######## regfile_wb_arbiter ########
regfile_wb_arbiter, met1 routing:
Scale bar: 50 um. Supply wires on this layer in gray.
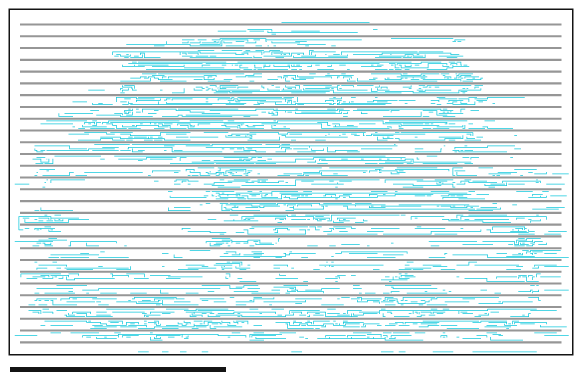

### src/rtl/regfile_wb_arbiter_pkg.sv
// Shared types and default sizes for the register-file writeback arbiter.

package regfile_wb_arbiter_pkg;

    localparam int unsigned XLEN_DEF = 32;
    localparam int unsigned NREG_DEF = 32;
    localparam int unsigned IDXW_DEF = 5;

    typedef enum logic {
        WB_PORT_A = 1'b0,
        WB_PORT_B = 1'b1
    } wb_port_e;

    typedef struct packed {
        logic [IDXW_DEF-1:0] idx;
        logic [XLEN_DEF-1:0] data;
    } wb_req_t;

endpackage : regfile_wb_arbiter_pkg

### src/rtl/regfile_scoreboard.sv
// Per-register busy bits: allocation sets, commit clears, allocation wins ties.
// Register 0 is never busy.

module regfile_scoreboard
    import regfile_wb_arbiter_pkg::*;
#(
    parameter int unsigned NREG = NREG_DEF,
    parameter int unsigned IDXW = IDXW_DEF
) (
    input  logic            clk,
    input  logic            rst_n,
    input  logic            set_valid,
    input  logic [IDXW-1:0] set_idx,
    input  logic            clr_valid,
    input  logic [IDXW-1:0] clr_idx,
    input  logic [IDXW-1:0] rs1_idx,
    input  logic [IDXW-1:0] rs2_idx,
    output logic            rs1_busy,
    output logic            rs2_busy
);

    logic [NREG-1:0] busy_d;
    logic [NREG-1:0] busy_q;

    // Clear first so a same-cycle allocation to the same register overrides it.
    always_comb begin
        busy_d = busy_q;
        if (clr_valid) begin
            busy_d[clr_idx] = 1'b0;
        end
        if (set_valid && (set_idx != '0)) begin
            busy_d[set_idx] = 1'b1;
        end
        busy_d[0] = 1'b0;
    end

    always_ff @(posedge clk or negedge rst_n) begin
        if (!rst_n) begin
            busy_q <= '0;
        end else begin
            busy_q <= busy_d;
        end
    end

    assign rs1_busy = busy_q[rs1_idx];
    assign rs2_busy = busy_q[rs2_idx];

endmodule : regfile_scoreboard

### src/rtl/regfile_wb_arbiter.sv
// Arbitrates ALU (A) and load (B) writebacks onto the single register-file write port.
// Define REGFILE_WB_ROUND_ROBIN_EN for round-robin; otherwise B has fixed priority.

module regfile_wb_arbiter
    import regfile_wb_arbiter_pkg::*;
#(
    parameter int unsigned XLEN = XLEN_DEF,
    parameter int unsigned NREG = NREG_DEF,
    parameter int unsigned IDXW = IDXW_DEF
) (
    input  logic            clk,
    input  logic            rst_n,
    input  logic            a_valid,
    output logic            a_ready,
    input  logic [IDXW-1:0] a_idx,
    input  logic [XLEN-1:0] a_data,
    input  logic            b_valid,
    output logic            b_ready,
    input  logic [IDXW-1:0] b_idx,
    input  logic [XLEN-1:0] b_data,
    input  logic            alloc_valid,
    input  logic [IDXW-1:0] alloc_idx,
    input  logic [IDXW-1:0] rs1_idx,
    input  logic [IDXW-1:0] rs2_idx,
    output logic            rs1_busy,
    output logic            rs2_busy,
    output logic            rf_we,
    output logic [IDXW-1:0] rf_wr_idx,
    output logic [XLEN-1:0] rf_wr_data
);

    logic    grant_a_c;
    logic    grant_b_c;
    logic    xfer_c;
    wb_req_t sel_req_c;
    logic    commit_c;

    logic    rf_we_d;
    logic    rf_we_q;
    wb_req_t wr_d;
    wb_req_t wr_q;

`ifdef REGFILE_WB_ROUND_ROBIN_EN
    wb_port_e rr_last_d;
    wb_port_e rr_last_q;
`endif

    // Grant selection: a lone requester always wins; contention resolved by policy.
    always_comb begin
        grant_a_c = 1'b0;
        grant_b_c = 1'b0;
        if (a_valid && b_valid) begin
`ifdef REGFILE_WB_ROUND_ROBIN_EN
            grant_b_c = (rr_last_q == WB_PORT_A);
`else
            grant_b_c = 1'b1;
`endif
            grant_a_c = !grant_b_c;
        end else begin
            grant_a_c = a_valid;
            grant_b_c = b_valid;
        end
    end

    assign a_ready = grant_a_c & rst_n;
    assign b_ready = grant_b_c & rst_n;
    assign xfer_c  = grant_a_c | grant_b_c;

    always_comb begin
        sel_req_c.idx  = IDXW_DEF'(a_idx);
        sel_req_c.data = XLEN_DEF'(a_data);
        if (grant_b_c) begin
            sel_req_c.idx  = IDXW_DEF'(b_idx);
            sel_req_c.data = XLEN_DEF'(b_data);
        end
    end

    // Writes to register 0 are consumed but never reach the register file.
    assign commit_c = xfer_c && (sel_req_c.idx != '0);

    always_comb begin
        rf_we_d = commit_c;
        wr_d    = wr_q;
        if (xfer_c) begin
            wr_d = sel_req_c;
        end
    end

`ifdef REGFILE_WB_ROUND_ROBIN_EN
    always_comb begin
        rr_last_d = rr_last_q;
        if (xfer_c) begin
            rr_last_d = grant_b_c ? WB_PORT_B : WB_PORT_A;
        end
    end

    always_ff @(posedge clk or negedge rst_n) begin
        if (!rst_n) begin
            rr_last_q <= WB_PORT_B;
        end else begin
            rr_last_q <= rr_last_d;
        end
    end
`endif

    always_ff @(posedge clk or negedge rst_n) begin
        if (!rst_n) begin
            rf_we_q <= 1'b0;
            wr_q    <= '0;
        end else begin
            rf_we_q <= rf_we_d;
            wr_q    <= wr_d;
        end
    end

    assign rf_we      = rf_we_q;
    assign rf_wr_idx  = IDXW'(wr_q.idx);
    assign rf_wr_data = XLEN'(wr_q.data);

    regfile_scoreboard #(
        .NREG (NREG),
        .IDXW (IDXW)
    ) u_scoreboard (
        .clk       (clk),
        .rst_n     (rst_n),
        .set_valid (alloc_valid),
        .set_idx   (alloc_idx),
        .clr_valid (commit_c),
        .clr_idx   (IDXW'(sel_req_c.idx)),
        .rs1_idx   (rs1_idx),
        .rs2_idx   (rs2_idx),
        .rs1_busy  (rs1_busy),
        .rs2_busy  (rs2_busy)
    );

endmodule : regfile_wb_arbiter

### config.mk
export PLATFORM = sky130hd
export DESIGN_NAME = regfile_wb_arbiter
export DESIGN_NICKNAME = d
export VERILOG_FILES = /design/src/rtl/regfile_wb_arbiter_pkg.sv /design/src/rtl/regfile_scoreboard.sv /design/src/rtl/regfile_wb_arbiter.sv
export SDC_FILE = /design/constraint.sdc
export NUM_CORES = 1
export LEC_CHECK = 0
export ABC_AREA = 1
export CORE_ASPECT_RATIO = 0.6
export CORE_MARGIN = 2
export CORE_UTILIZATION = 40
export CTS_CLUSTER_SIZE = 25
export DETAILED_ROUTE_END_ITERATION = 6
export DONT_BUFFER_PORTS = 1
export REMOVE_ABC_BUFFERS = 1
export SLEW_MARGIN = 40
export SYNTH_ARGS = -nofsm -noshare
export SYNTH_HDL_FRONTEND = slang
export SYNTH_SLANG_ARGS = --single-unit
### constraint.sdc
create_clock -name clk -period 1.05 [get_ports clk]
set_input_delay 0.105 -clock clk [delete_from_list [all_inputs] [get_ports clk]]
set_output_delay 0.105 -clock clk [all_outputs]
set_load 0.05 [all_outputs]
######## ps2_mouse_ctrl ########
## config.mk

```make
export PLATFORM = sky130hd
export DESIGN_NAME = ps2_mouse_ctrl
export DESIGN_NICKNAME = d
export VERILOG_FILES = /design/src/rtl/ps2_mouse_ctrl.sv
export SDC_FILE = /design/constraint.sdc
export NUM_CORES = 1
export LEC_CHECK = 0
export ABC_AREA = 1
export CORE_MARGIN = 5
export CORE_UTILIZATION = 30
export CTS_BUF_LIST = sky130_fd_sc_hd__clkbuf_16
export DETAILED_ROUTE_END_ITERATION = 6
export PLACE_DENSITY_LB_ADDON = 0.3
export SYNTH_ARGS = -nofsm -noshare
export SYNTH_HDL_FRONTEND = slang
export SYNTH_SLANG_ARGS = --single-unit
```

## constraint.sdc

```tcl
create_clock -name clk -period 2.55 [get_ports clk]
set_input_delay 0.255 -clock clk [delete_from_list [all_inputs] [get_ports clk]]
set_output_delay 0.255 -clock clk [all_outputs]
set_load 0.05 [all_outputs]
```

## src/rtl/ps2_mouse_ctrl.sv

```systemverilog
// PS/2 mouse sequencer: BAT/ID check, enable reporting with reset-command retries,
// then assembly of 3-byte stream packets into buttons and signed X/Y movement.
module ps2_mouse_ctrl #(
  parameter int TIMEOUT_CYCLES     = 50_000_000,
  parameter int PKT_TIMEOUT_CYCLES = 2_000_000,
  parameter int MAX_RETRIES        = 3
) (
  input  logic       clk,
  input  logic       reset,
  input  logic       rx_done,
  input  logic [7:0] rx_data,
  input  logic       tx_ready,
  input  logic       tx_done,
  output logic       tx_start,
  output logic [7:0] tx_data,
  output logic       packet_valid,
  output logic [2:0] buttons,
  output logic [8:0] dx,
  output logic [8:0] dy,
  output logic       init_done,
  output logic       error,
  output logic [3:0] state
);

  typedef enum logic [3:0] {
    WAIT_BAT     = 4'd0,
    WAIT_ID      = 4'd1,
    SEND_EN      = 4'd2,
    WAIT_ACK     = 4'd3,
    SEND_RST     = 4'd4,
    WAIT_RST_ACK = 4'd5,
    PKT0         = 4'd6,
    PKT1         = 4'd7,
    PKT2         = 4'd8,
    ERROR        = 4'd9
  } state_t;

  localparam logic [31:0] TMO_LIM = 32'(TIMEOUT_CYCLES - 1);
  localparam logic [31:0] PKT_LIM = 32'(PKT_TIMEOUT_CYCLES - 1);
  localparam logic [7:0]  MAX_R   = 8'(MAX_RETRIES);

  state_t      r_state;
  logic [31:0] r_tmo;
  logic [7:0]  r_retry;
  logic        r_tx_sent;
  logic        r_tx_start;
  logic [7:0]  r_tx_data;
  logic [2:0]  r_b0_btn;
  logic [1:0]  r_b0_sgn;
  logic [7:0]  r_b1;
  logic        r_packet_valid;
  logic [2:0]  r_buttons;
  logic [8:0]  r_dx;
  logic [8:0]  r_dy;
  logic        r_init_done;
  logic        r_error;

  state_t      w_next;
  state_t      w_fail_dst;
  logic        w_fail;
  logic        w_acc;
  logic        w_enter;
  logic        w_tmo_en;
  logic        w_tmo_hit;
  logic        w_send;
  logic [31:0] w_lim;

  // Timeout limit selection and failure destination
  always_comb begin
    w_tmo_en = 1'b1;
    w_lim    = TMO_LIM;
    if ((r_state == PKT1) || (r_state == PKT2)) begin
      w_lim = PKT_LIM;
    end else if ((r_state == PKT0) || (r_state == ERROR)) begin
      w_tmo_en = 1'b0;
    end else begin
      w_lim = TMO_LIM;
    end
    w_tmo_hit  = w_tmo_en && (r_tmo == w_lim);
    w_send     = (r_state == SEND_EN) || (r_state == SEND_RST);
    w_fail_dst = (r_retry < MAX_R) ? SEND_RST : ERROR;
  end

  // Next-state logic; a received byte always takes priority over a timeout
  always_comb begin
    w_next = r_state;
    w_fail = 1'b0;
    w_acc  = 1'b0;
    case (r_state)
      WAIT_BAT, WAIT_ID, WAIT_ACK, WAIT_RST_ACK: begin
        if (rx_done) begin
          w_acc = 1'b1;
          if ((r_state == WAIT_BAT) && (rx_data == 8'hAA)) begin
            w_next = WAIT_ID;
          end else if ((r_state == WAIT_ID) && (rx_data == 8'h00)) begin
            w_next = SEND_EN;
          end else if ((r_state == WAIT_ACK) && (rx_data == 8'hFA)) begin
            w_next = PKT0;
          end else if ((r_state == WAIT_RST_ACK) && (rx_data == 8'hFA)) begin
            w_next = WAIT_BAT;
          end else begin
            w_fail = 1'b1;
            w_next = w_fail_dst;
          end
        end else if (w_tmo_hit) begin
          w_fail = 1'b1;
          w_next = w_fail_dst;
        end else begin
          w_next = r_state;
        end
      end
      SEND_EN, SEND_RST: begin
        if (r_tx_sent && tx_done) begin
          w_next = (r_state == SEND_EN) ? WAIT_ACK : WAIT_RST_ACK;
        end else if (w_tmo_hit) begin
          w_fail = 1'b1;
          w_next = w_fail_dst;
        end else begin
          w_next = r_state;
        end
      end
      PKT0: begin
        if (rx_done) begin
          w_acc  = 1'b1;
          w_next = rx_data[3] ? PKT1 : PKT0;
        end else begin
          w_next = PKT0;
        end
      end
      PKT1, PKT2: begin
        if (rx_done) begin
          w_acc  = 1'b1;
          w_next = (r_state == PKT1) ? PKT2 : PKT0;
        end else if (w_tmo_hit) begin
          w_next = PKT0;
        end else begin
          w_next = r_state;
        end
      end
      ERROR:   w_next = ERROR;
      default: w_next = WAIT_BAT;
    endcase
    // A failure in SEND_RST re-enters the same state and must restart the command
    w_enter = w_fail || (w_next != r_state);
  end

  // State, timeout counter and retry count
  always_ff @(posedge clk or negedge reset) begin
    if (!reset) begin
      r_state <= WAIT_BAT;
      r_tmo   <= 32'd0;
      r_retry <= 8'd0;
    end else begin
      r_state <= w_next;
      if (w_enter || w_acc) begin
        r_tmo <= 32'd0;
      end else if (w_tmo_en) begin
        r_tmo <= r_tmo + 32'd1;
      end else begin
        r_tmo <= r_tmo;
      end
      if ((r_state == WAIT_ACK) && (w_next == PKT0)) begin
        r_retry <= 8'd0;
      end else if (w_fail && (r_retry < MAX_R)) begin
        r_retry <= r_retry + 8'd1;
      end else begin
        r_retry <= r_retry;
      end
    end
  end

  // Command handshake: data loaded on entry, single start pulse per SEND visit
  always_ff @(posedge clk or negedge reset) begin
    if (!reset) begin
      r_tx_sent  <= 1'b0;
      r_tx_start <= 1'b0;
      r_tx_data  <= 8'h00;
    end else begin
      r_tx_start <= w_send && !w_enter && !r_tx_sent && tx_ready;
      if (w_enter) begin
        r_tx_sent <= 1'b0;
      end else if (w_send && tx_ready) begin
        r_tx_sent <= 1'b1;
      end else begin
        r_tx_sent <= r_tx_sent;
      end
      if (w_enter && (w_next == SEND_EN)) begin
        r_tx_data <= 8'hF4;
      end else if (w_enter && (w_next == SEND_RST)) begin
        r_tx_data <= 8'hFF;
      end else begin
        r_tx_data <= r_tx_data;
      end
    end
  end

  // Packet assembly and status flags
  always_ff @(posedge clk or negedge reset) begin
    if (!reset) begin
      r_b0_btn       <= 3'd0;
      r_b0_sgn       <= 2'd0;
      r_b1           <= 8'h00;
      r_packet_valid <= 1'b0;
      r_buttons      <= 3'd0;
      r_dx           <= 9'd0;
      r_dy           <= 9'd0;
      r_init_done    <= 1'b0;
      r_error        <= 1'b0;
    end else begin
      r_packet_valid <= 1'b0;
      if ((r_state == PKT0) && rx_done && rx_data[3]) begin
        r_b0_btn <= rx_data[2:0];
        r_b0_sgn <= rx_data[5:4];
      end else if ((r_state == PKT1) && rx_done) begin
        r_b1 <= rx_data;
      end else if ((r_state == PKT2) && rx_done) begin
        r_packet_valid <= 1'b1;
        r_buttons      <= r_b0_btn;
        r_dx           <= {r_b0_sgn[0], r_b1};
        r_dy           <= {r_b0_sgn[1], rx_data};
      end else begin
        r_b1 <= r_b1;
      end
      r_init_done <= (w_next == PKT0) || (w_next == PKT1) || (w_next == PKT2);
      r_error     <= r_error || (w_next == ERROR);
    end
  end

  assign tx_start     = r_tx_start;
  assign tx_data      = r_tx_data;
  assign packet_valid = r_packet_valid;
  assign buttons      = r_buttons;
  assign dx           = r_dx;
  assign dy           = r_dy;
  assign init_done    = r_init_done;
  assign error        = r_error;
  assign state        = r_state;

endmodule

```

######## phys_free_list ########
## src/rtl/phys_free_list.sv

```systemverilog
// Physical register free list: 64-entry circular FIFO of tags, dual allocate / dual free.
// Optional duplicate-free detection bitmap enabled by defining FREE_LIST_DUP_CHECK_EN.
module phys_free_list #(
    parameter int unsigned NUM_PHYS = 64,
    parameter int unsigned NUM_ARCH = 32
) (
    input  logic       clk,
    input  logic       rst,
    input  logic       alloc_req_1,
    input  logic       alloc_req_2,
    output logic       alloc_gnt,
    output logic [5:0] alloc_pd_1,
    output logic [5:0] alloc_pd_2,
    input  logic       rt_flag_1,
    input  logic [5:0] fp_i_1,
    input  logic       rt_flag_2,
    input  logic [5:0] fp_i_2,
    output logic [6:0] free_count,
    output logic       empty,
    output logic       err_ovf,
    output logic       err_dup
);
    localparam int unsigned TagW = 6;
    localparam int unsigned CntW = 7;

    logic [TagW-1:0] mem_q [NUM_PHYS];
    logic [TagW-1:0] mem_d [NUM_PHYS];
    logic [TagW-1:0] head_q, head_d, tail_q, tail_d;
    logic [CntW-1:0] count_q, count_d;
    logic            ovf_q, ovf_d;

    logic [1:0]      n_req, n_pop, n_push;
    logic [TagW-1:0] head_p1, tail_p1;
    logic            v1, v2, dup1, dup2, ovf1, ovf2, push1, push2;

    always_comb begin
        head_p1    = head_q + TagW'(1);
        tail_p1    = tail_q + TagW'(1);
        n_req      = {1'b0, alloc_req_1} + {1'b0, alloc_req_2};
        alloc_gnt  = (n_req != 2'd0) && (count_q >= CntW'(n_req));
        alloc_pd_1 = mem_q[head_q];
        alloc_pd_2 = alloc_req_1 ? mem_q[head_p1] : mem_q[head_q];
        n_pop      = alloc_gnt ? n_req : 2'd0;
        free_count = count_q;
        empty      = (count_q == '0);
        err_ovf    = ovf_q;
    end

    // p0 is hardwired to x0 and never re-enters the list.
    assign v1 = rt_flag_1 && (fp_i_1 != '0);
    assign v2 = rt_flag_2 && (fp_i_2 != '0);

`ifdef FREE_LIST_DUP_CHECK_EN
    logic [NUM_PHYS-1:0] inlist_q, inlist_d;
    logic                dup_q, dup_d;

    assign dup1    = v1 && inlist_q[fp_i_1];
    assign dup2    = v2 && (inlist_q[fp_i_2] || (v1 && (fp_i_1 == fp_i_2)));
    assign err_dup = dup_q;

    always_comb begin
        inlist_d = inlist_q;
        if (n_pop != 2'd0) inlist_d[mem_q[head_q]] = 1'b0;
        if (n_pop == 2'd2) inlist_d[mem_q[head_p1]] = 1'b0;
        if (push1) inlist_d[fp_i_1] = 1'b1;
        if (push2) inlist_d[fp_i_2] = 1'b1;
        dup_d = dup_q | dup1 | dup2;
    end

    always_ff @(posedge clk or posedge rst) begin
        if (rst) begin
            for (int i = 0; i < NUM_PHYS; i++) inlist_q[i] <= (i >= NUM_ARCH);
            dup_q <= 1'b0;
        end else begin
            inlist_q <= inlist_d;
            dup_q    <= dup_d;
        end
    end
`else
    assign dup1    = 1'b0;
    assign dup2    = 1'b0;
    assign err_dup = 1'b0;
`endif

    // Full check counts only pushes ahead in this cycle; same-cycle pops do not make room.
    always_comb begin
        ovf1   = v1 && !dup1 && (count_q == CntW'(NUM_PHYS));
        push1  = v1 && !dup1 && !ovf1;
        ovf2   = v2 && !dup2 && ((count_q + CntW'(push1)) == CntW'(NUM_PHYS));
        push2  = v2 && !dup2 && !ovf2;
        n_push = {1'b0, push1} + {1'b0, push2};

        mem_d = mem_q;
        if (push1) mem_d[tail_q] = fp_i_1;
        if (push2) mem_d[push1 ? tail_p1 : tail_q] = fp_i_2;

        head_d  = head_q + TagW'(n_pop);
        tail_d  = tail_q + TagW'(n_push);
        count_d = count_q + CntW'(n_push) - CntW'(n_pop);
        ovf_d   = ovf_q | ovf1 | ovf2;
    end

    always_ff @(posedge clk or posedge rst) begin
        if (rst) begin
            for (int i = 0; i < NUM_PHYS; i++) begin
                mem_q[i] <= (i < NUM_PHYS - NUM_ARCH) ? TagW'(NUM_ARCH + i) : '0;
            end
            head_q  <= '0;
            tail_q  <= TagW'(NUM_PHYS - NUM_ARCH);
            count_q <= CntW'(NUM_PHYS - NUM_ARCH);
            ovf_q   <= 1'b0;
        end else begin
            mem_q   <= mem_d;
            head_q  <= head_d;
            tail_q  <= tail_d;
            count_q <= count_d;
            ovf_q   <= ovf_d;
        end
    end
endmodule

```

## config.mk

```make
export PLATFORM = sky130hd
export DESIGN_NAME = phys_free_list
export DESIGN_NICKNAME = d
export VERILOG_FILES = /design/src/rtl/phys_free_list.sv
export SDC_FILE = /design/constraint.sdc
export NUM_CORES = 1
export LEC_CHECK = 0
export ABC_AREA = 0
export CAP_MARGIN = 40
export CORE_MARGIN = 3
export CORE_UTILIZATION = 64
export CTS_CLUSTER_SIZE = 40
export DETAILED_ROUTE_END_ITERATION = 16
export GPL_TIMING_DRIVEN = 0
export PLACE_DENSITY = 0.88
export SETUP_SLACK_MARGIN = 0.4
export SLEW_MARGIN = 15
export SYNTH_ARGS = -nofsm -noshare
export SYNTH_HDL_FRONTEND = slang
export SYNTH_SLANG_ARGS = --single-unit
export TNS_END_PERCENT = 5
```

## constraint.sdc

```tcl
create_clock -name clk -period 18.1 [get_ports clk]
set_input_delay 2.715 -clock clk [delete_from_list [all_inputs] [get_ports clk]]
set_output_delay 2.715 -clock clk [all_outputs]
set_load 0.05 [all_outputs]
```

######## rom_loader_flat ########
==> config.mk <==
export PLATFORM = sky130hd
export DESIGN_NAME = rom_loader_flat
export DESIGN_NICKNAME = d
export VERILOG_FILES = /design/src/rtl/rom_loader_if.sv /design/src/rtl/rom_loader.sv /design/src/flat_wrapper.sv
export SDC_FILE = /design/constraint.sdc
export NUM_CORES = 1
export LEC_CHECK = 0
export ABC_AREA = 0
export CAP_MARGIN = 20
export CELL_PAD_IN_SITES_DETAIL_PLACEMENT = 0
export CELL_PAD_IN_SITES_GLOBAL_PLACEMENT = 1
export CORE_MARGIN = 2
export CORE_UTILIZATION = 24
export CTS_CLUSTER_DIAMETER = 50
export DETAILED_ROUTE_END_ITERATION = 7
export GPL_TIMING_DRIVEN = 1
export PLACE_DENSITY = 0.44
export SYNTH_ARGS = -nofsm -noshare
export SYNTH_HDL_FRONTEND = slang
export SYNTH_SLANG_ARGS = --single-unit
==> constraint.sdc <==
create_clock -name clk_sys -period 9.13 [get_ports clk_sys]
set_input_delay 0.913 -clock clk_sys [delete_from_list [all_inputs] [get_ports clk_sys]]
set_output_delay 0.913 -clock clk_sys [all_outputs]
set_load 0.05 [all_outputs]
==> src/rtl/rom_loader_if.sv <==
// ioctl download stream and SDRAM write slot signals
// bundled for the rom_loader bridge.
interface rom_loader_if #(
    parameter int ADDR_W = 25,
    parameter int DATA_W = 8
);
    localparam int BYTES = DATA_W / 8;

    logic              ioctl_download;
    logic [7:0]        ioctl_index;
    logic              ioctl_wr;
    logic [ADDR_W-1:0] ioctl_addr;
    logic [7:0]        ioctl_dout;
    logic              mem_sync;
    logic              mem_we;
    logic [ADDR_W-1:0] mem_addr;
    logic [DATA_W-1:0] mem_data;
    logic [BYTES-1:0]  mem_be;

    modport master (
        output ioctl_download, ioctl_index, ioctl_wr,
        output ioctl_addr, ioctl_dout, mem_sync,
        input  mem_we, mem_addr, mem_data, mem_be
    );

    modport slave (
        input  ioctl_download, ioctl_index, ioctl_wr,
        input  ioctl_addr, ioctl_dout, mem_sync,
        output mem_we, mem_addr, mem_data, mem_be
    );
endinterface

==> src/rtl/rom_loader.sv <==
// Download-to-memory bridge: region mapping, optional
// 16-bit word packing, write FIFO and slot-aligned drain.
module rom_loader #(
    parameter int ADDR_W     = 25,
    parameter int DATA_W     = 8,
    parameter int FIFO_DEPTH = 4,
    parameter int REGIONS    = 4,
    parameter logic [REGIONS*ADDR_W-1:0] BASE_TABLE = '0
) (
    input  logic        clk_sys,
    input  logic        reset_n,
    rom_loader_if.slave bus,
    output logic        busy,
    output logic        overflow,
    output logic        done
);
    localparam int BYTES = DATA_W / 8;
    localparam int PW    = $clog2(FIFO_DEPTH);
    localparam int EW    = ADDR_W + DATA_W + BYTES;
    localparam logic [8:0] NREG = 9'(REGIONS);

    logic              dl_q;
    logic              started;
    logic              busy_q;
    logic              rise;
    logic              accept;
    logic              pk_valid;
    logic [ADDR_W-1:0] base;
    logic [ADDR_W-1:0] target;
    logic              push;
    logic [ADDR_W-1:0] push_addr;
    logic [DATA_W-1:0] push_data;
    logic [BYTES-1:0]  push_be;

    assign rise   = bus.ioctl_download & ~dl_q;
    assign accept = bus.ioctl_wr & bus.ioctl_download &
                    ({1'b0, bus.ioctl_index} < NREG);

    always_comb begin
        base = '0;
        for (int i = 0; i < REGIONS; i++)
            if (bus.ioctl_index == 8'(i))
                base = BASE_TABLE[i*ADDR_W +: ADDR_W];
    end

    assign target = base + bus.ioctl_addr;

    generate
        if (DATA_W == 16) begin : g_pack
            logic              fall;
            logic              lane;
            logic              eff_v;
            logic              hit;
            logic              full_word;
            logic              pk_v;
            logic [ADDR_W-2:0] pk_wa;
            logic [15:0]       pk_d;
            logic [15:0]       ld;
            logic [1:0]        pk_be;
            logic [1:0]        lbe;

            assign fall  = ~bus.ioctl_download & dl_q;
            assign lane  = target[0];
            // a download rise discards whatever the packer held
            assign eff_v = pk_v & ~rise;
            assign lbe   = lane ? 2'b10 : 2'b01;
            assign ld    = lane ? {bus.ioctl_dout, 8'h00}
                                : {8'h00, bus.ioctl_dout};
            assign hit   = eff_v &
                           (pk_wa == target[ADDR_W-1:1]) &
                           ~|(pk_be & lbe);
            assign full_word = (pk_be | lbe) == 2'b11;

            always_comb begin
                push      = 1'b0;
                push_addr = {pk_wa, 1'b0};
                push_data = pk_d;
                push_be   = pk_be;
                if (fall & pk_v) begin
                    push = 1'b1;
                end else if (accept & eff_v & ~hit) begin
                    push = 1'b1;
                end else if (accept & hit & full_word) begin
                    push      = 1'b1;
                    push_data = pk_d | ld;
                    push_be   = 2'b11;
                end
            end

            always_ff @(posedge clk_sys or negedge reset_n) begin
                if (!reset_n) begin
                    pk_v  <= 1'b0;
                    pk_wa <= '0;
                    pk_d  <= '0;
                    pk_be <= '0;
                end else if (accept) begin
                    if (hit) begin
                        if (full_word) begin
                            pk_v <= 1'b0;
                        end else begin
                            pk_d  <= pk_d | ld;
                            pk_be <= pk_be | lbe;
                        end
                    end else begin
                        pk_v  <= 1'b1;
                        pk_wa <= target[ADDR_W-1:1];
                        pk_d  <= ld;
                        pk_be <= lbe;
                    end
                end else if (fall | rise) begin
                    pk_v <= 1'b0;
                end
            end

            assign pk_valid = pk_v;
        end else begin : g_byte
            assign push      = accept;
            assign push_addr = target;
            assign push_data = bus.ioctl_dout;
            assign push_be   = '1;
            assign pk_valid  = 1'b0;
        end
    endgenerate

    logic [EW-1:0] fifo [FIFO_DEPTH];
    logic [PW:0]   wp;
    logic [PW:0]   rp;
    logic          empty;
    logic          full;
    logic          pop;
    logic          wr_en;

    assign empty = wp == rp;
    assign full  = (wp[PW] != rp[PW]) &&
                   (wp[PW-1:0] == rp[PW-1:0]);
    assign pop   = bus.mem_sync & ~empty;
    // a pop in the same cycle frees the slot for a push
    assign wr_en = push & (~full | pop);

    always_ff @(posedge clk_sys) begin
        if (wr_en)
            fifo[wp[PW-1:0]] <= {push_addr, push_data, push_be};
    end

    always_ff @(posedge clk_sys or negedge reset_n) begin
        if (!reset_n) begin
            wp           <= '0;
            rp           <= '0;
            dl_q         <= 1'b0;
            started      <= 1'b0;
            busy_q       <= 1'b0;
            overflow     <= 1'b0;
            bus.mem_we   <= 1'b0;
            bus.mem_addr <= '0;
            bus.mem_data <= '0;
            bus.mem_be   <= '0;
        end else begin
            dl_q   <= bus.ioctl_download;
            busy_q <= busy;
            if (rise)
                started <= 1'b1;
            if (wr_en)
                wp <= wp + 1'b1;
            if (pop)
                rp <= rp + 1'b1;
            if (push & full & ~pop)
                overflow <= 1'b1;
            else if (rise)
                overflow <= 1'b0;
            if (bus.mem_sync) begin
                bus.mem_we <= ~empty;
                if (~empty)
                    {bus.mem_addr, bus.mem_data, bus.mem_be}
                        <= fifo[rp[PW-1:0]];
            end
        end
    end

    assign busy = dl_q | pk_valid | ~empty | bus.mem_we;
    assign done = started & busy_q & ~busy;
endmodule

==> src/flat_wrapper.sv <==
// flat-port wrapper written by rule: the top's interface ports become plain ports
module rom_loader_flat 
#(
    parameter int ADDR_W     = 25,
    parameter int DATA_W     = 8,
    parameter int FIFO_DEPTH = 4,
    parameter int REGIONS    = 4,
    parameter logic [REGIONS*ADDR_W-1:0] BASE_TABLE = '0
)
  (clk_sys, reset_n, busy, overflow, done, bus_ioctl_download, bus_ioctl_index, bus_ioctl_wr, bus_ioctl_addr, bus_ioctl_dout, bus_mem_sync, bus_mem_we, bus_mem_addr, bus_mem_data, bus_mem_be);
  rom_loader_if #(.ADDR_W(ADDR_W), .DATA_W(DATA_W)) bus_i ();
  input  logic clk_sys;
  input  logic reset_n;
  output logic busy;
  output logic overflow;
  output logic done;
  input wire logic [$bits(bus_i.ioctl_download)-1:0] bus_ioctl_download;
  input wire logic [$bits(bus_i.ioctl_index)-1:0] bus_ioctl_index;
  input wire logic [$bits(bus_i.ioctl_wr)-1:0] bus_ioctl_wr;
  input wire logic [$bits(bus_i.ioctl_addr)-1:0] bus_ioctl_addr;
  input wire logic [$bits(bus_i.ioctl_dout)-1:0] bus_ioctl_dout;
  input wire logic [$bits(bus_i.mem_sync)-1:0] bus_mem_sync;
  output wire logic [$bits(bus_i.mem_we)-1:0] bus_mem_we;
  output wire logic [$bits(bus_i.mem_addr)-1:0] bus_mem_addr;
  output wire logic [$bits(bus_i.mem_data)-1:0] bus_mem_data;
  output wire logic [$bits(bus_i.mem_be)-1:0] bus_mem_be;
  assign bus_i.ioctl_download = bus_ioctl_download;
  assign bus_i.ioctl_index = bus_ioctl_index;
  assign bus_i.ioctl_wr = bus_ioctl_wr;
  assign bus_i.ioctl_addr = bus_ioctl_addr;
  assign bus_i.ioctl_dout = bus_ioctl_dout;
  assign bus_i.mem_sync = bus_mem_sync;
  assign bus_mem_we = bus_i.mem_we;
  assign bus_mem_addr = bus_i.mem_addr;
  assign bus_mem_data = bus_i.mem_data;
  assign bus_mem_be = bus_i.mem_be;
  rom_loader #(.ADDR_W(ADDR_W), .DATA_W(DATA_W), .FIFO_DEPTH(FIFO_DEPTH), .REGIONS(REGIONS), .BASE_TABLE(BASE_TABLE)) u_core (.clk_sys(clk_sys), .reset_n(reset_n), .bus(bus_i), .busy(busy), .overflow(overflow), .done(done));
endmodule

==> screenshots <==
Track usage over the die.
(a)
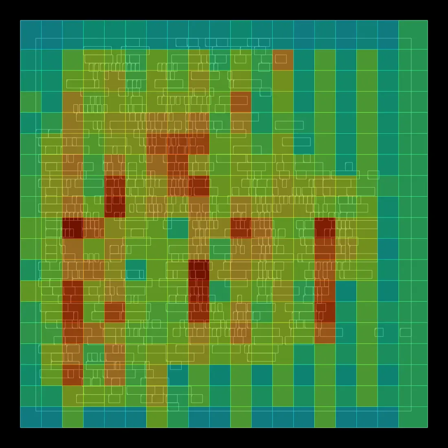
(b)
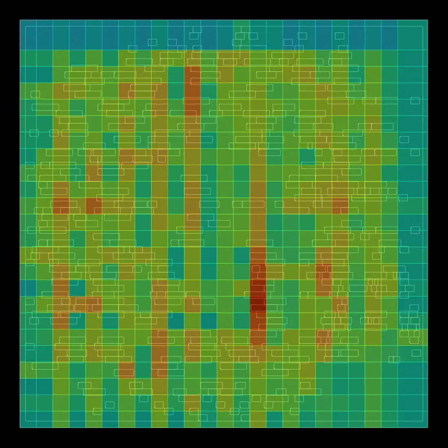
(c)
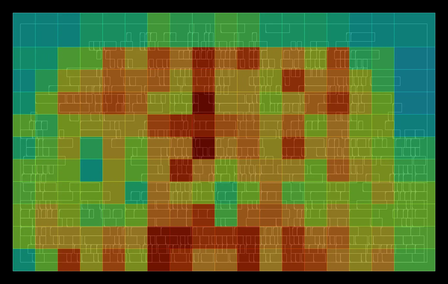
(d)
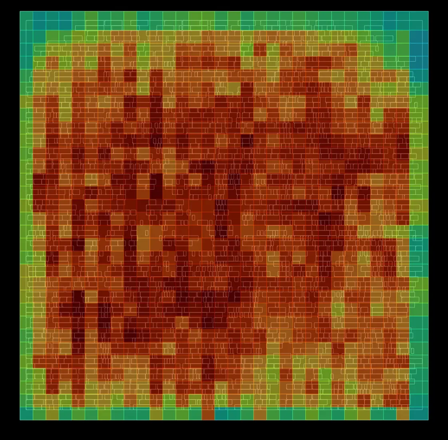
(a) -> ps2_mouse_ctrl
(d) -> phys_free_list
(c) -> regfile_wb_arbiter
(b) -> rom_loader_flat
- least wire per cell: (a)

regfile_wb_arbiter, signal wires on met2:
Cells faint in the background.
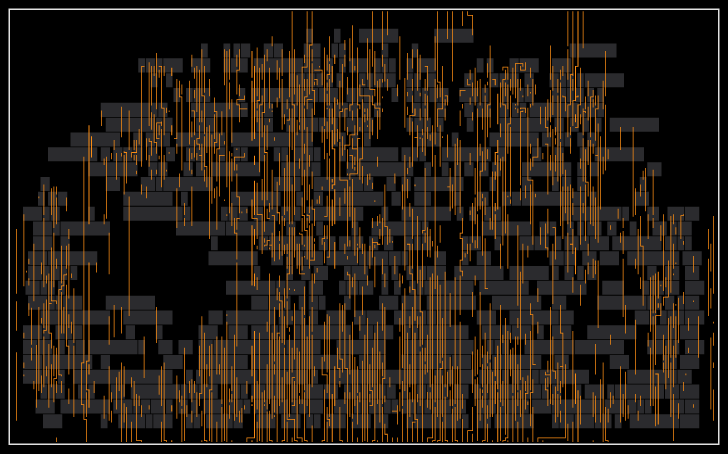
wire length on this layer: 6,070 um
share of all routed wire: 46%
main direction: vertical
routed wire length: 13,100 um
met2 capacity usage during global routing: 0.407
routed vias: 4,292

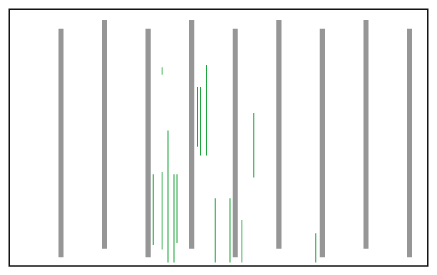
regfile_wb_arbiter: met4 routing
Supply wires on this layer in gray.
share of all routed wire: 2.2%
wire length on this layer: 285 um
nets with wire on the layer: 14
main direction: vertical

Notes on 'met1 routing' of regfile_wb_arbiter above:
nets with wire on the layer: 680
longest straight run: 62.6 um
share of all routed wire: 45%
wire length on this layer: 5,890 um
met1 routing resource usage after global routing: 0.370

==> results.py, regfile_wb_arbiter <==
# Metrics from the implementation run
metrics = {
    "final_layout": {
        "seq_cell_count": 69,
        "signal_buffers": 135,
        "multiInputCombCellCount": 408,
        "layout_nets": 763,
    },
    "status": {
        "failed_checks": "hold timing, setup timing",
        "status": "finished, violations left",
    },
    "timing": {
        "skew_ns": 0,
        "report.final.setup_viol": 2,
        "hold_violations": 69,
        "final.setup.worst_slack_ns": -0.523,
        "hold_ws_ns": -0.532,
    },
    "clock_network": {
        "h_tree_lvl_count": 3,
        "cts_buffer_depth": 2,
    },
    "logic_synthesis": {
        "synthAoiAreaFrac": 0.0796,
        "synth.cellmix.simpleShare": 0.395,
    },
    "routing": {
        "met3WireLength_um": 848,
        "detail_route.wl_per_cell_um": 16.3,
    },
    "global_route": {
        "grt_pass1_vias": 4134,
    },
    "setup_path": {
        "setup.worst_path.end_class": "output port",
        "critical-path-top-delay-family": "simple AND/OR/NAND/NOR gates",
    },
    "run": {
        "maxCapViolations": 0,
    },
}
-- regfile_wb_arbiter: timing repair --
action / CTS / global route
hold endpoints to repair: 109 / 70
buffers inserted: 1 / 0
setup endpoints to repair: 3 / 12
pin swaps: 6 / 4
hold buffers: 70 / 1
gates resized: 3 / 14
-- regfile_wb_arbiter: cells by family (layout without fill, tap and decap cells) --
group | Yosys count | count (layout)
buffers and inverters | 67 | 197
and+or+nand+nor | 352 | 352
AOI/OAI and AO/OA | 56 | 56
DFF | 69 | 69
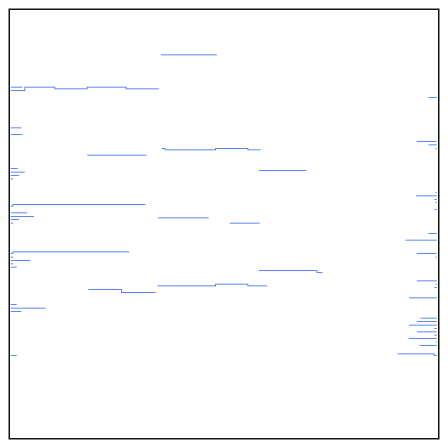
rom_loader_flat: M3 wires
main direction: horizontal
nets with wire on the layer: 51
wire length on this layer: 609 um
share of all routed wire: 4.5%
longest straight run: 52.9 um
routed wire length: 13,700 um
routed vias: 3,049

==> results.py, rom_loader_flat <==
# Metrics from the implementation run
metrics = {
    "min_path": {
        "hold_path.startpoint": "u_core.bus.mem_be$_DFFE_PN0P_",
    },
    "timing": {
        "fmaxAchievable_mhz": 237,
        "period_used_share": 0.462,
    },
    "logic_synthesis": {
        "async_set_or_reset_register_ratio_after_synthesis": 0.254,
        "xor_share": 0.00913,
        "ys_dominant_reg_cell": "sky130_fd_sc_hd__edfxtp_1",
        "post_synth_mux_area_share": 0.184,
        "ys_top_cells_by_area": "sky130_fd_sc_hd__edfxtp_1 (59%), sky130_fd_sc_hd__dfrtp_1 (17%), sky130_fd_sc_hd__mux4_2 (11%), sky130_fd_sc_hd__mux2_4 (6.0%), sky130_fd_sc_hd__mux2_2 (1.2%)",
        "yosys_warnings": 0,
    },
    "routing": {
        "drt-pass1-iter-count": 4,
        "detail_route.iter0.violations": 173,
    },
    "clock_network": {
        "h_tree_lvl_count": 4,
        "insertion_delay_ns": 0.42,
    },
    "status": {
        "status": "completed",
    },
    "die": {
        "tap_cells": 378,
        "die_width_um": 171,
    },
    "power": {
        "net-switching-power_mw": 0.887,
        "share_clk_of_total_power": 0.271,
        "intPower_mw": 1.76,
    },
    "setup_path": {
        "crit_end": "done",
    },
    "final_layout": {
        "final.fill_count": 2686,
    },
}
[rom_loader_flat: routing by layer]
| layer | global-route usage | wire, um | part of all wire |
|---|---|---|---|
| met1 | 0.126 | 6110 | 0.45 |
| met2 | 0.161 | 6850 | 0.50 |
| met3 | 0.0327 | 609 | 0.045 |
| met4 | 0.0243 | 106 | 0.0078 |
| met5 | 0 | 0 | 0 |
[rom_loader_flat: power groups by stage]
stage	combinational [mW]	clock (mW)	sequential, mW
finish	0.851	0.718	1.08
global route	0.898	0.776	1.10
CTS	0.829	0.746	1.12
detailed placement	0.828	0	1.13
global placement	0.824	0	1.13
floorplan	0.414	0	1.29
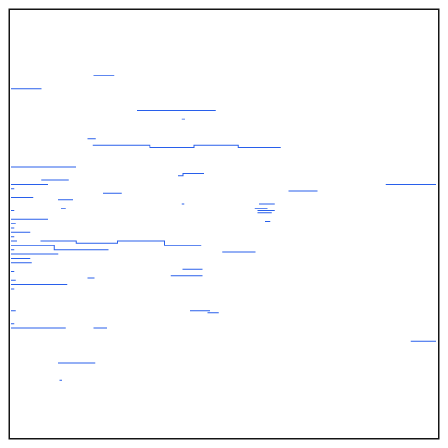
ps2_mouse_ctrl: M3 wires
nets with wire on the layer: 44
longest straight run: 24.4 um
M3 GR Usage: 0.0317
routed vias: 3,903
routed wire length: 11,500 um

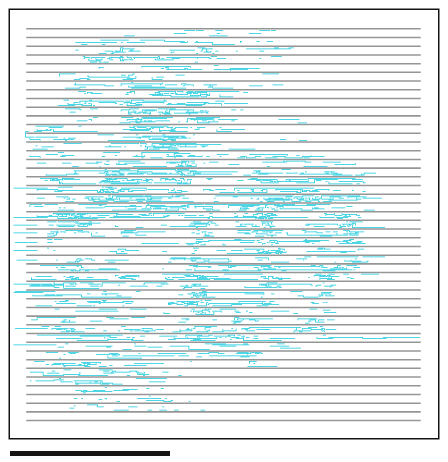
ps2_mouse_ctrl: met1 routing
Scale bar: 50 um. Supply wires on this layer in gray.
wire length on this layer: 5,080 um
main direction: horizontal
met1 routing resource usage after global routing: 0.163

==> results.py, ps2_mouse_ctrl <==
# Metrics from the implementation run
metrics = {
    "status": {
        "status": "completed",
    },
    "clock_network": {
        "h_tree_lvl_count": 3,
        "cts_made_buffers": 9,
    },
    "final_layout": {
        "signal_buffers": 87,
        "final_cell_count_no_fill": 838,
        "layout_nets": 660,
    },
    "die": {
        "core_um2": 15100,
    },
    "power": {
        "p_leak_nw": 2.70,
        "design_power_total_mw": 6.32,
        "share_clk_of_total_power": 0.201,
        "net-switching-power_mw": 2.80,
        "power.share.sequential": 0.298,
    },
    "placed_design": {
        "pre_cts_ws_ns": 0.0401,
        "detailedPlacementHpwl_um": 8600,
    },
    "global_route": {
        "grt_first_pass_wirelength_um": 19000,
        "global_route.usage.met2": 0.216,
    },
    "setup_path": {
        "ff2ff_path_depth": 15,
        "timing.critical_path.fanout_max": 4,
        "worst_ep_required_ns": 2.78,
        "crit_end": "r_tmo[30]$_DFFE_PN0P_",
        "critical_path_s_largest_stage_delay_ns": 0.38,
    },
    "timing": {
        "final.setup.worst_slack_ns": 0.0777,
        "period_used_share": 0.970,
        "final_max_slew_viol_count": 0,
    },
    "logic_synthesis": {
        "seq_area_frac_synth": 0.463,
    },
    "routing": {
        "drt_drc_violations_left": 0,
    },
}
-- ps2_mouse_ctrl: cells by family (layout without fill, tap and decap cells) --
family	after synthesis	in the layout	synth area share
buffers and inverters	94	181	0.0869
flip-flops	85	85	0.463
adder cells (fa/ha/maj)	2	2	0.00545
AND/OR/NAND/NOR	293	293	0.294
multiplexers	14	14	0.0341
XOR/XNOR	28	28	0.0534
AND-OR/OR-AND	47	47	0.0627
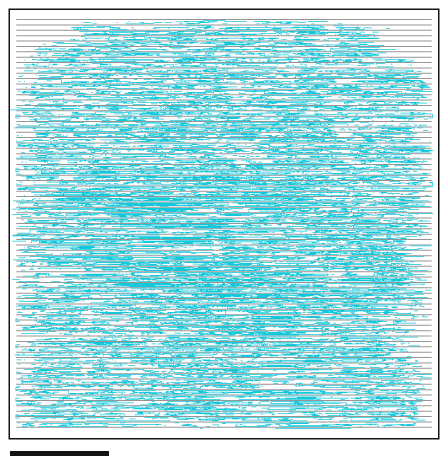
phys_free_list: met1 routing
Scale bar: 50 um. Supply wires on this layer in gray.
main direction: horizontal
wire length on this layer: 40.9 mm
share of all routed wire: 34%
longest straight run: 75.9 um
nets with wire on the layer: 2,429
routed vias: 24.2k
met1 routing resource usage after global routing: 0.615
routed wire length: 121,000 um

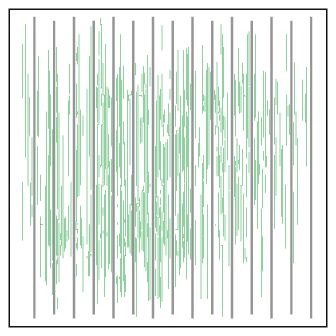
phys_free_list: met4 routing
Supply wires on this layer in gray.
nets with wire on the layer: 256
share of all routed wire: 9.7%
main direction: vertical

==> results.py, phys_free_list <==
# Metrics from the implementation run
metrics = {
    "status": {
        "status": "completed",
    },
    "final_layout": {
        "area_growth_pct": 12.8,
        "finish.instance_area_um2": 32200,
        "final.clkbuf_count": 74,
        "layout_top_cell_excl_fill_tap": "sky130_fd_sc_hd__mux2_2",
        "seq_cell_count": 404,
    },
    "clock_network": {
        "cts_buffer_depth": 3,
        "cts_made_buffers": 46,
    },
    "timing": {
        "timing.final.crit_period_ns": 9.31,
        "worst_slew_margin_rel": 0.288,
        "rsz0062_at_grt": "no",
    },
    "logic_synthesis": {
        "async_set_or_reset_register_ratio_after_synthesis": 1.00,
        "post_synth_mux_area_share": 0.457,
        "synth.most_common_cell": "sky130_fd_sc_hd__mux2_2",
        "synth.cellmix.simpleShare": 0.0844,
        "seq_area_frac_synth": 0.360,
    },
    "setup_path": {
        "worstSetupStartpoint": "head_q[0]$_DFF_PP0_",
        "count_of_buffer_and_inverter_cells_on_the_critical_path": 6,
        "worst_ep_required_ns": 15.39,
        "critical_path_depth": 11,
        "crit_end": "alloc_pd_2[1]",
    },
    "power": {
        "power.share.sequential": 0.253,
        "power_top_consumer": "combinational logic",
    },
    "die": {
        "die_width_um": 217,
    },
    "min_path": {
        "worstHoldPathCells": 2,
    },
    "global_route": {
        "grt_remaining_overflow": 0,
    },
    "run": {
        "warnings": 44,
    },
}
-- phys_free_list: sequential cells by signal (all words and copies together) (netlist names) --
register and flops:
free_count 7, head_q 6, mem_q 384, tail_q 6, err_ovf 1
-- phys_free_list: layer usage --
layer | GRT usage | vias to the layer above | part of all wire
met4 | 0.367 | 14 | 0.097
met3 | 0.250 | 782 | 0.16
met2 | 0.709 | 2354 | 0.40
li1 | - | 9101 | -
met5 | 0.0250 | - | 0.0021
met1 | 0.615 | 11900 | 0.34


## Gallery

Signal wires on met2.
Cells faint in the background.
Plate I
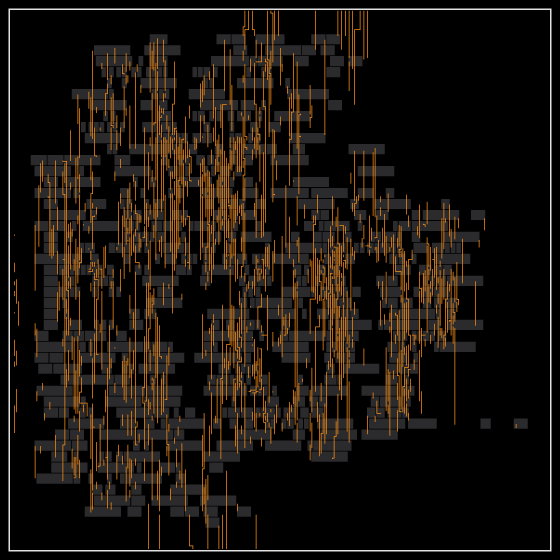
Plate II
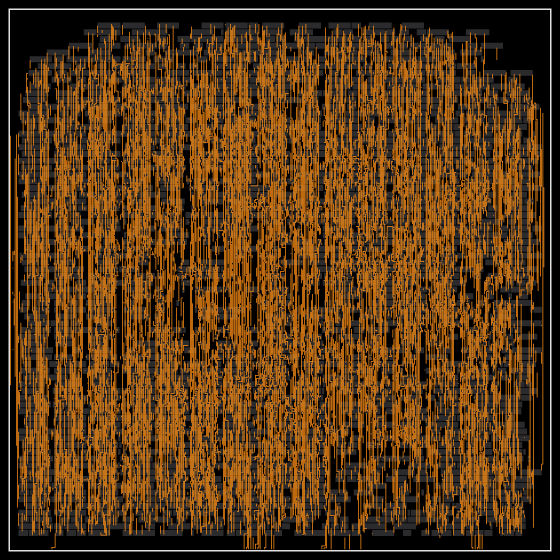
Plate III
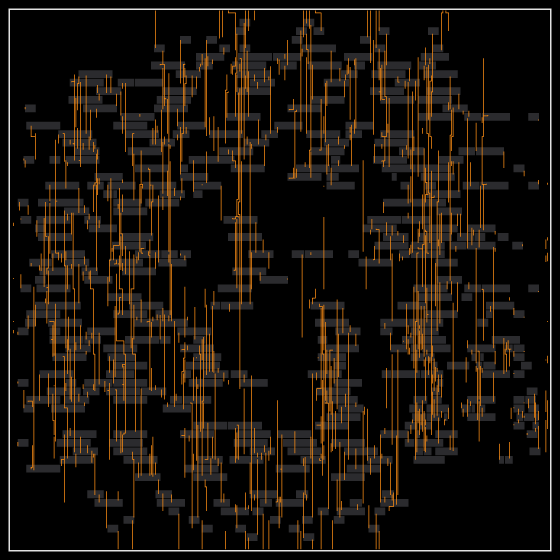
| picture | from |
|---|---|
| Plate I | ps2_mouse_ctrl |
| Plate II | phys_free_list |
| Plate III | rom_loader_flat |

Key to Plate III:
longest straight run: 83.6 um
main direction: vertical
nets with wire on the layer: 401
wire length on this layer: 6,850 um
share of all routed wire: 50%

Power is estimated from default activity; no workload was simulated.
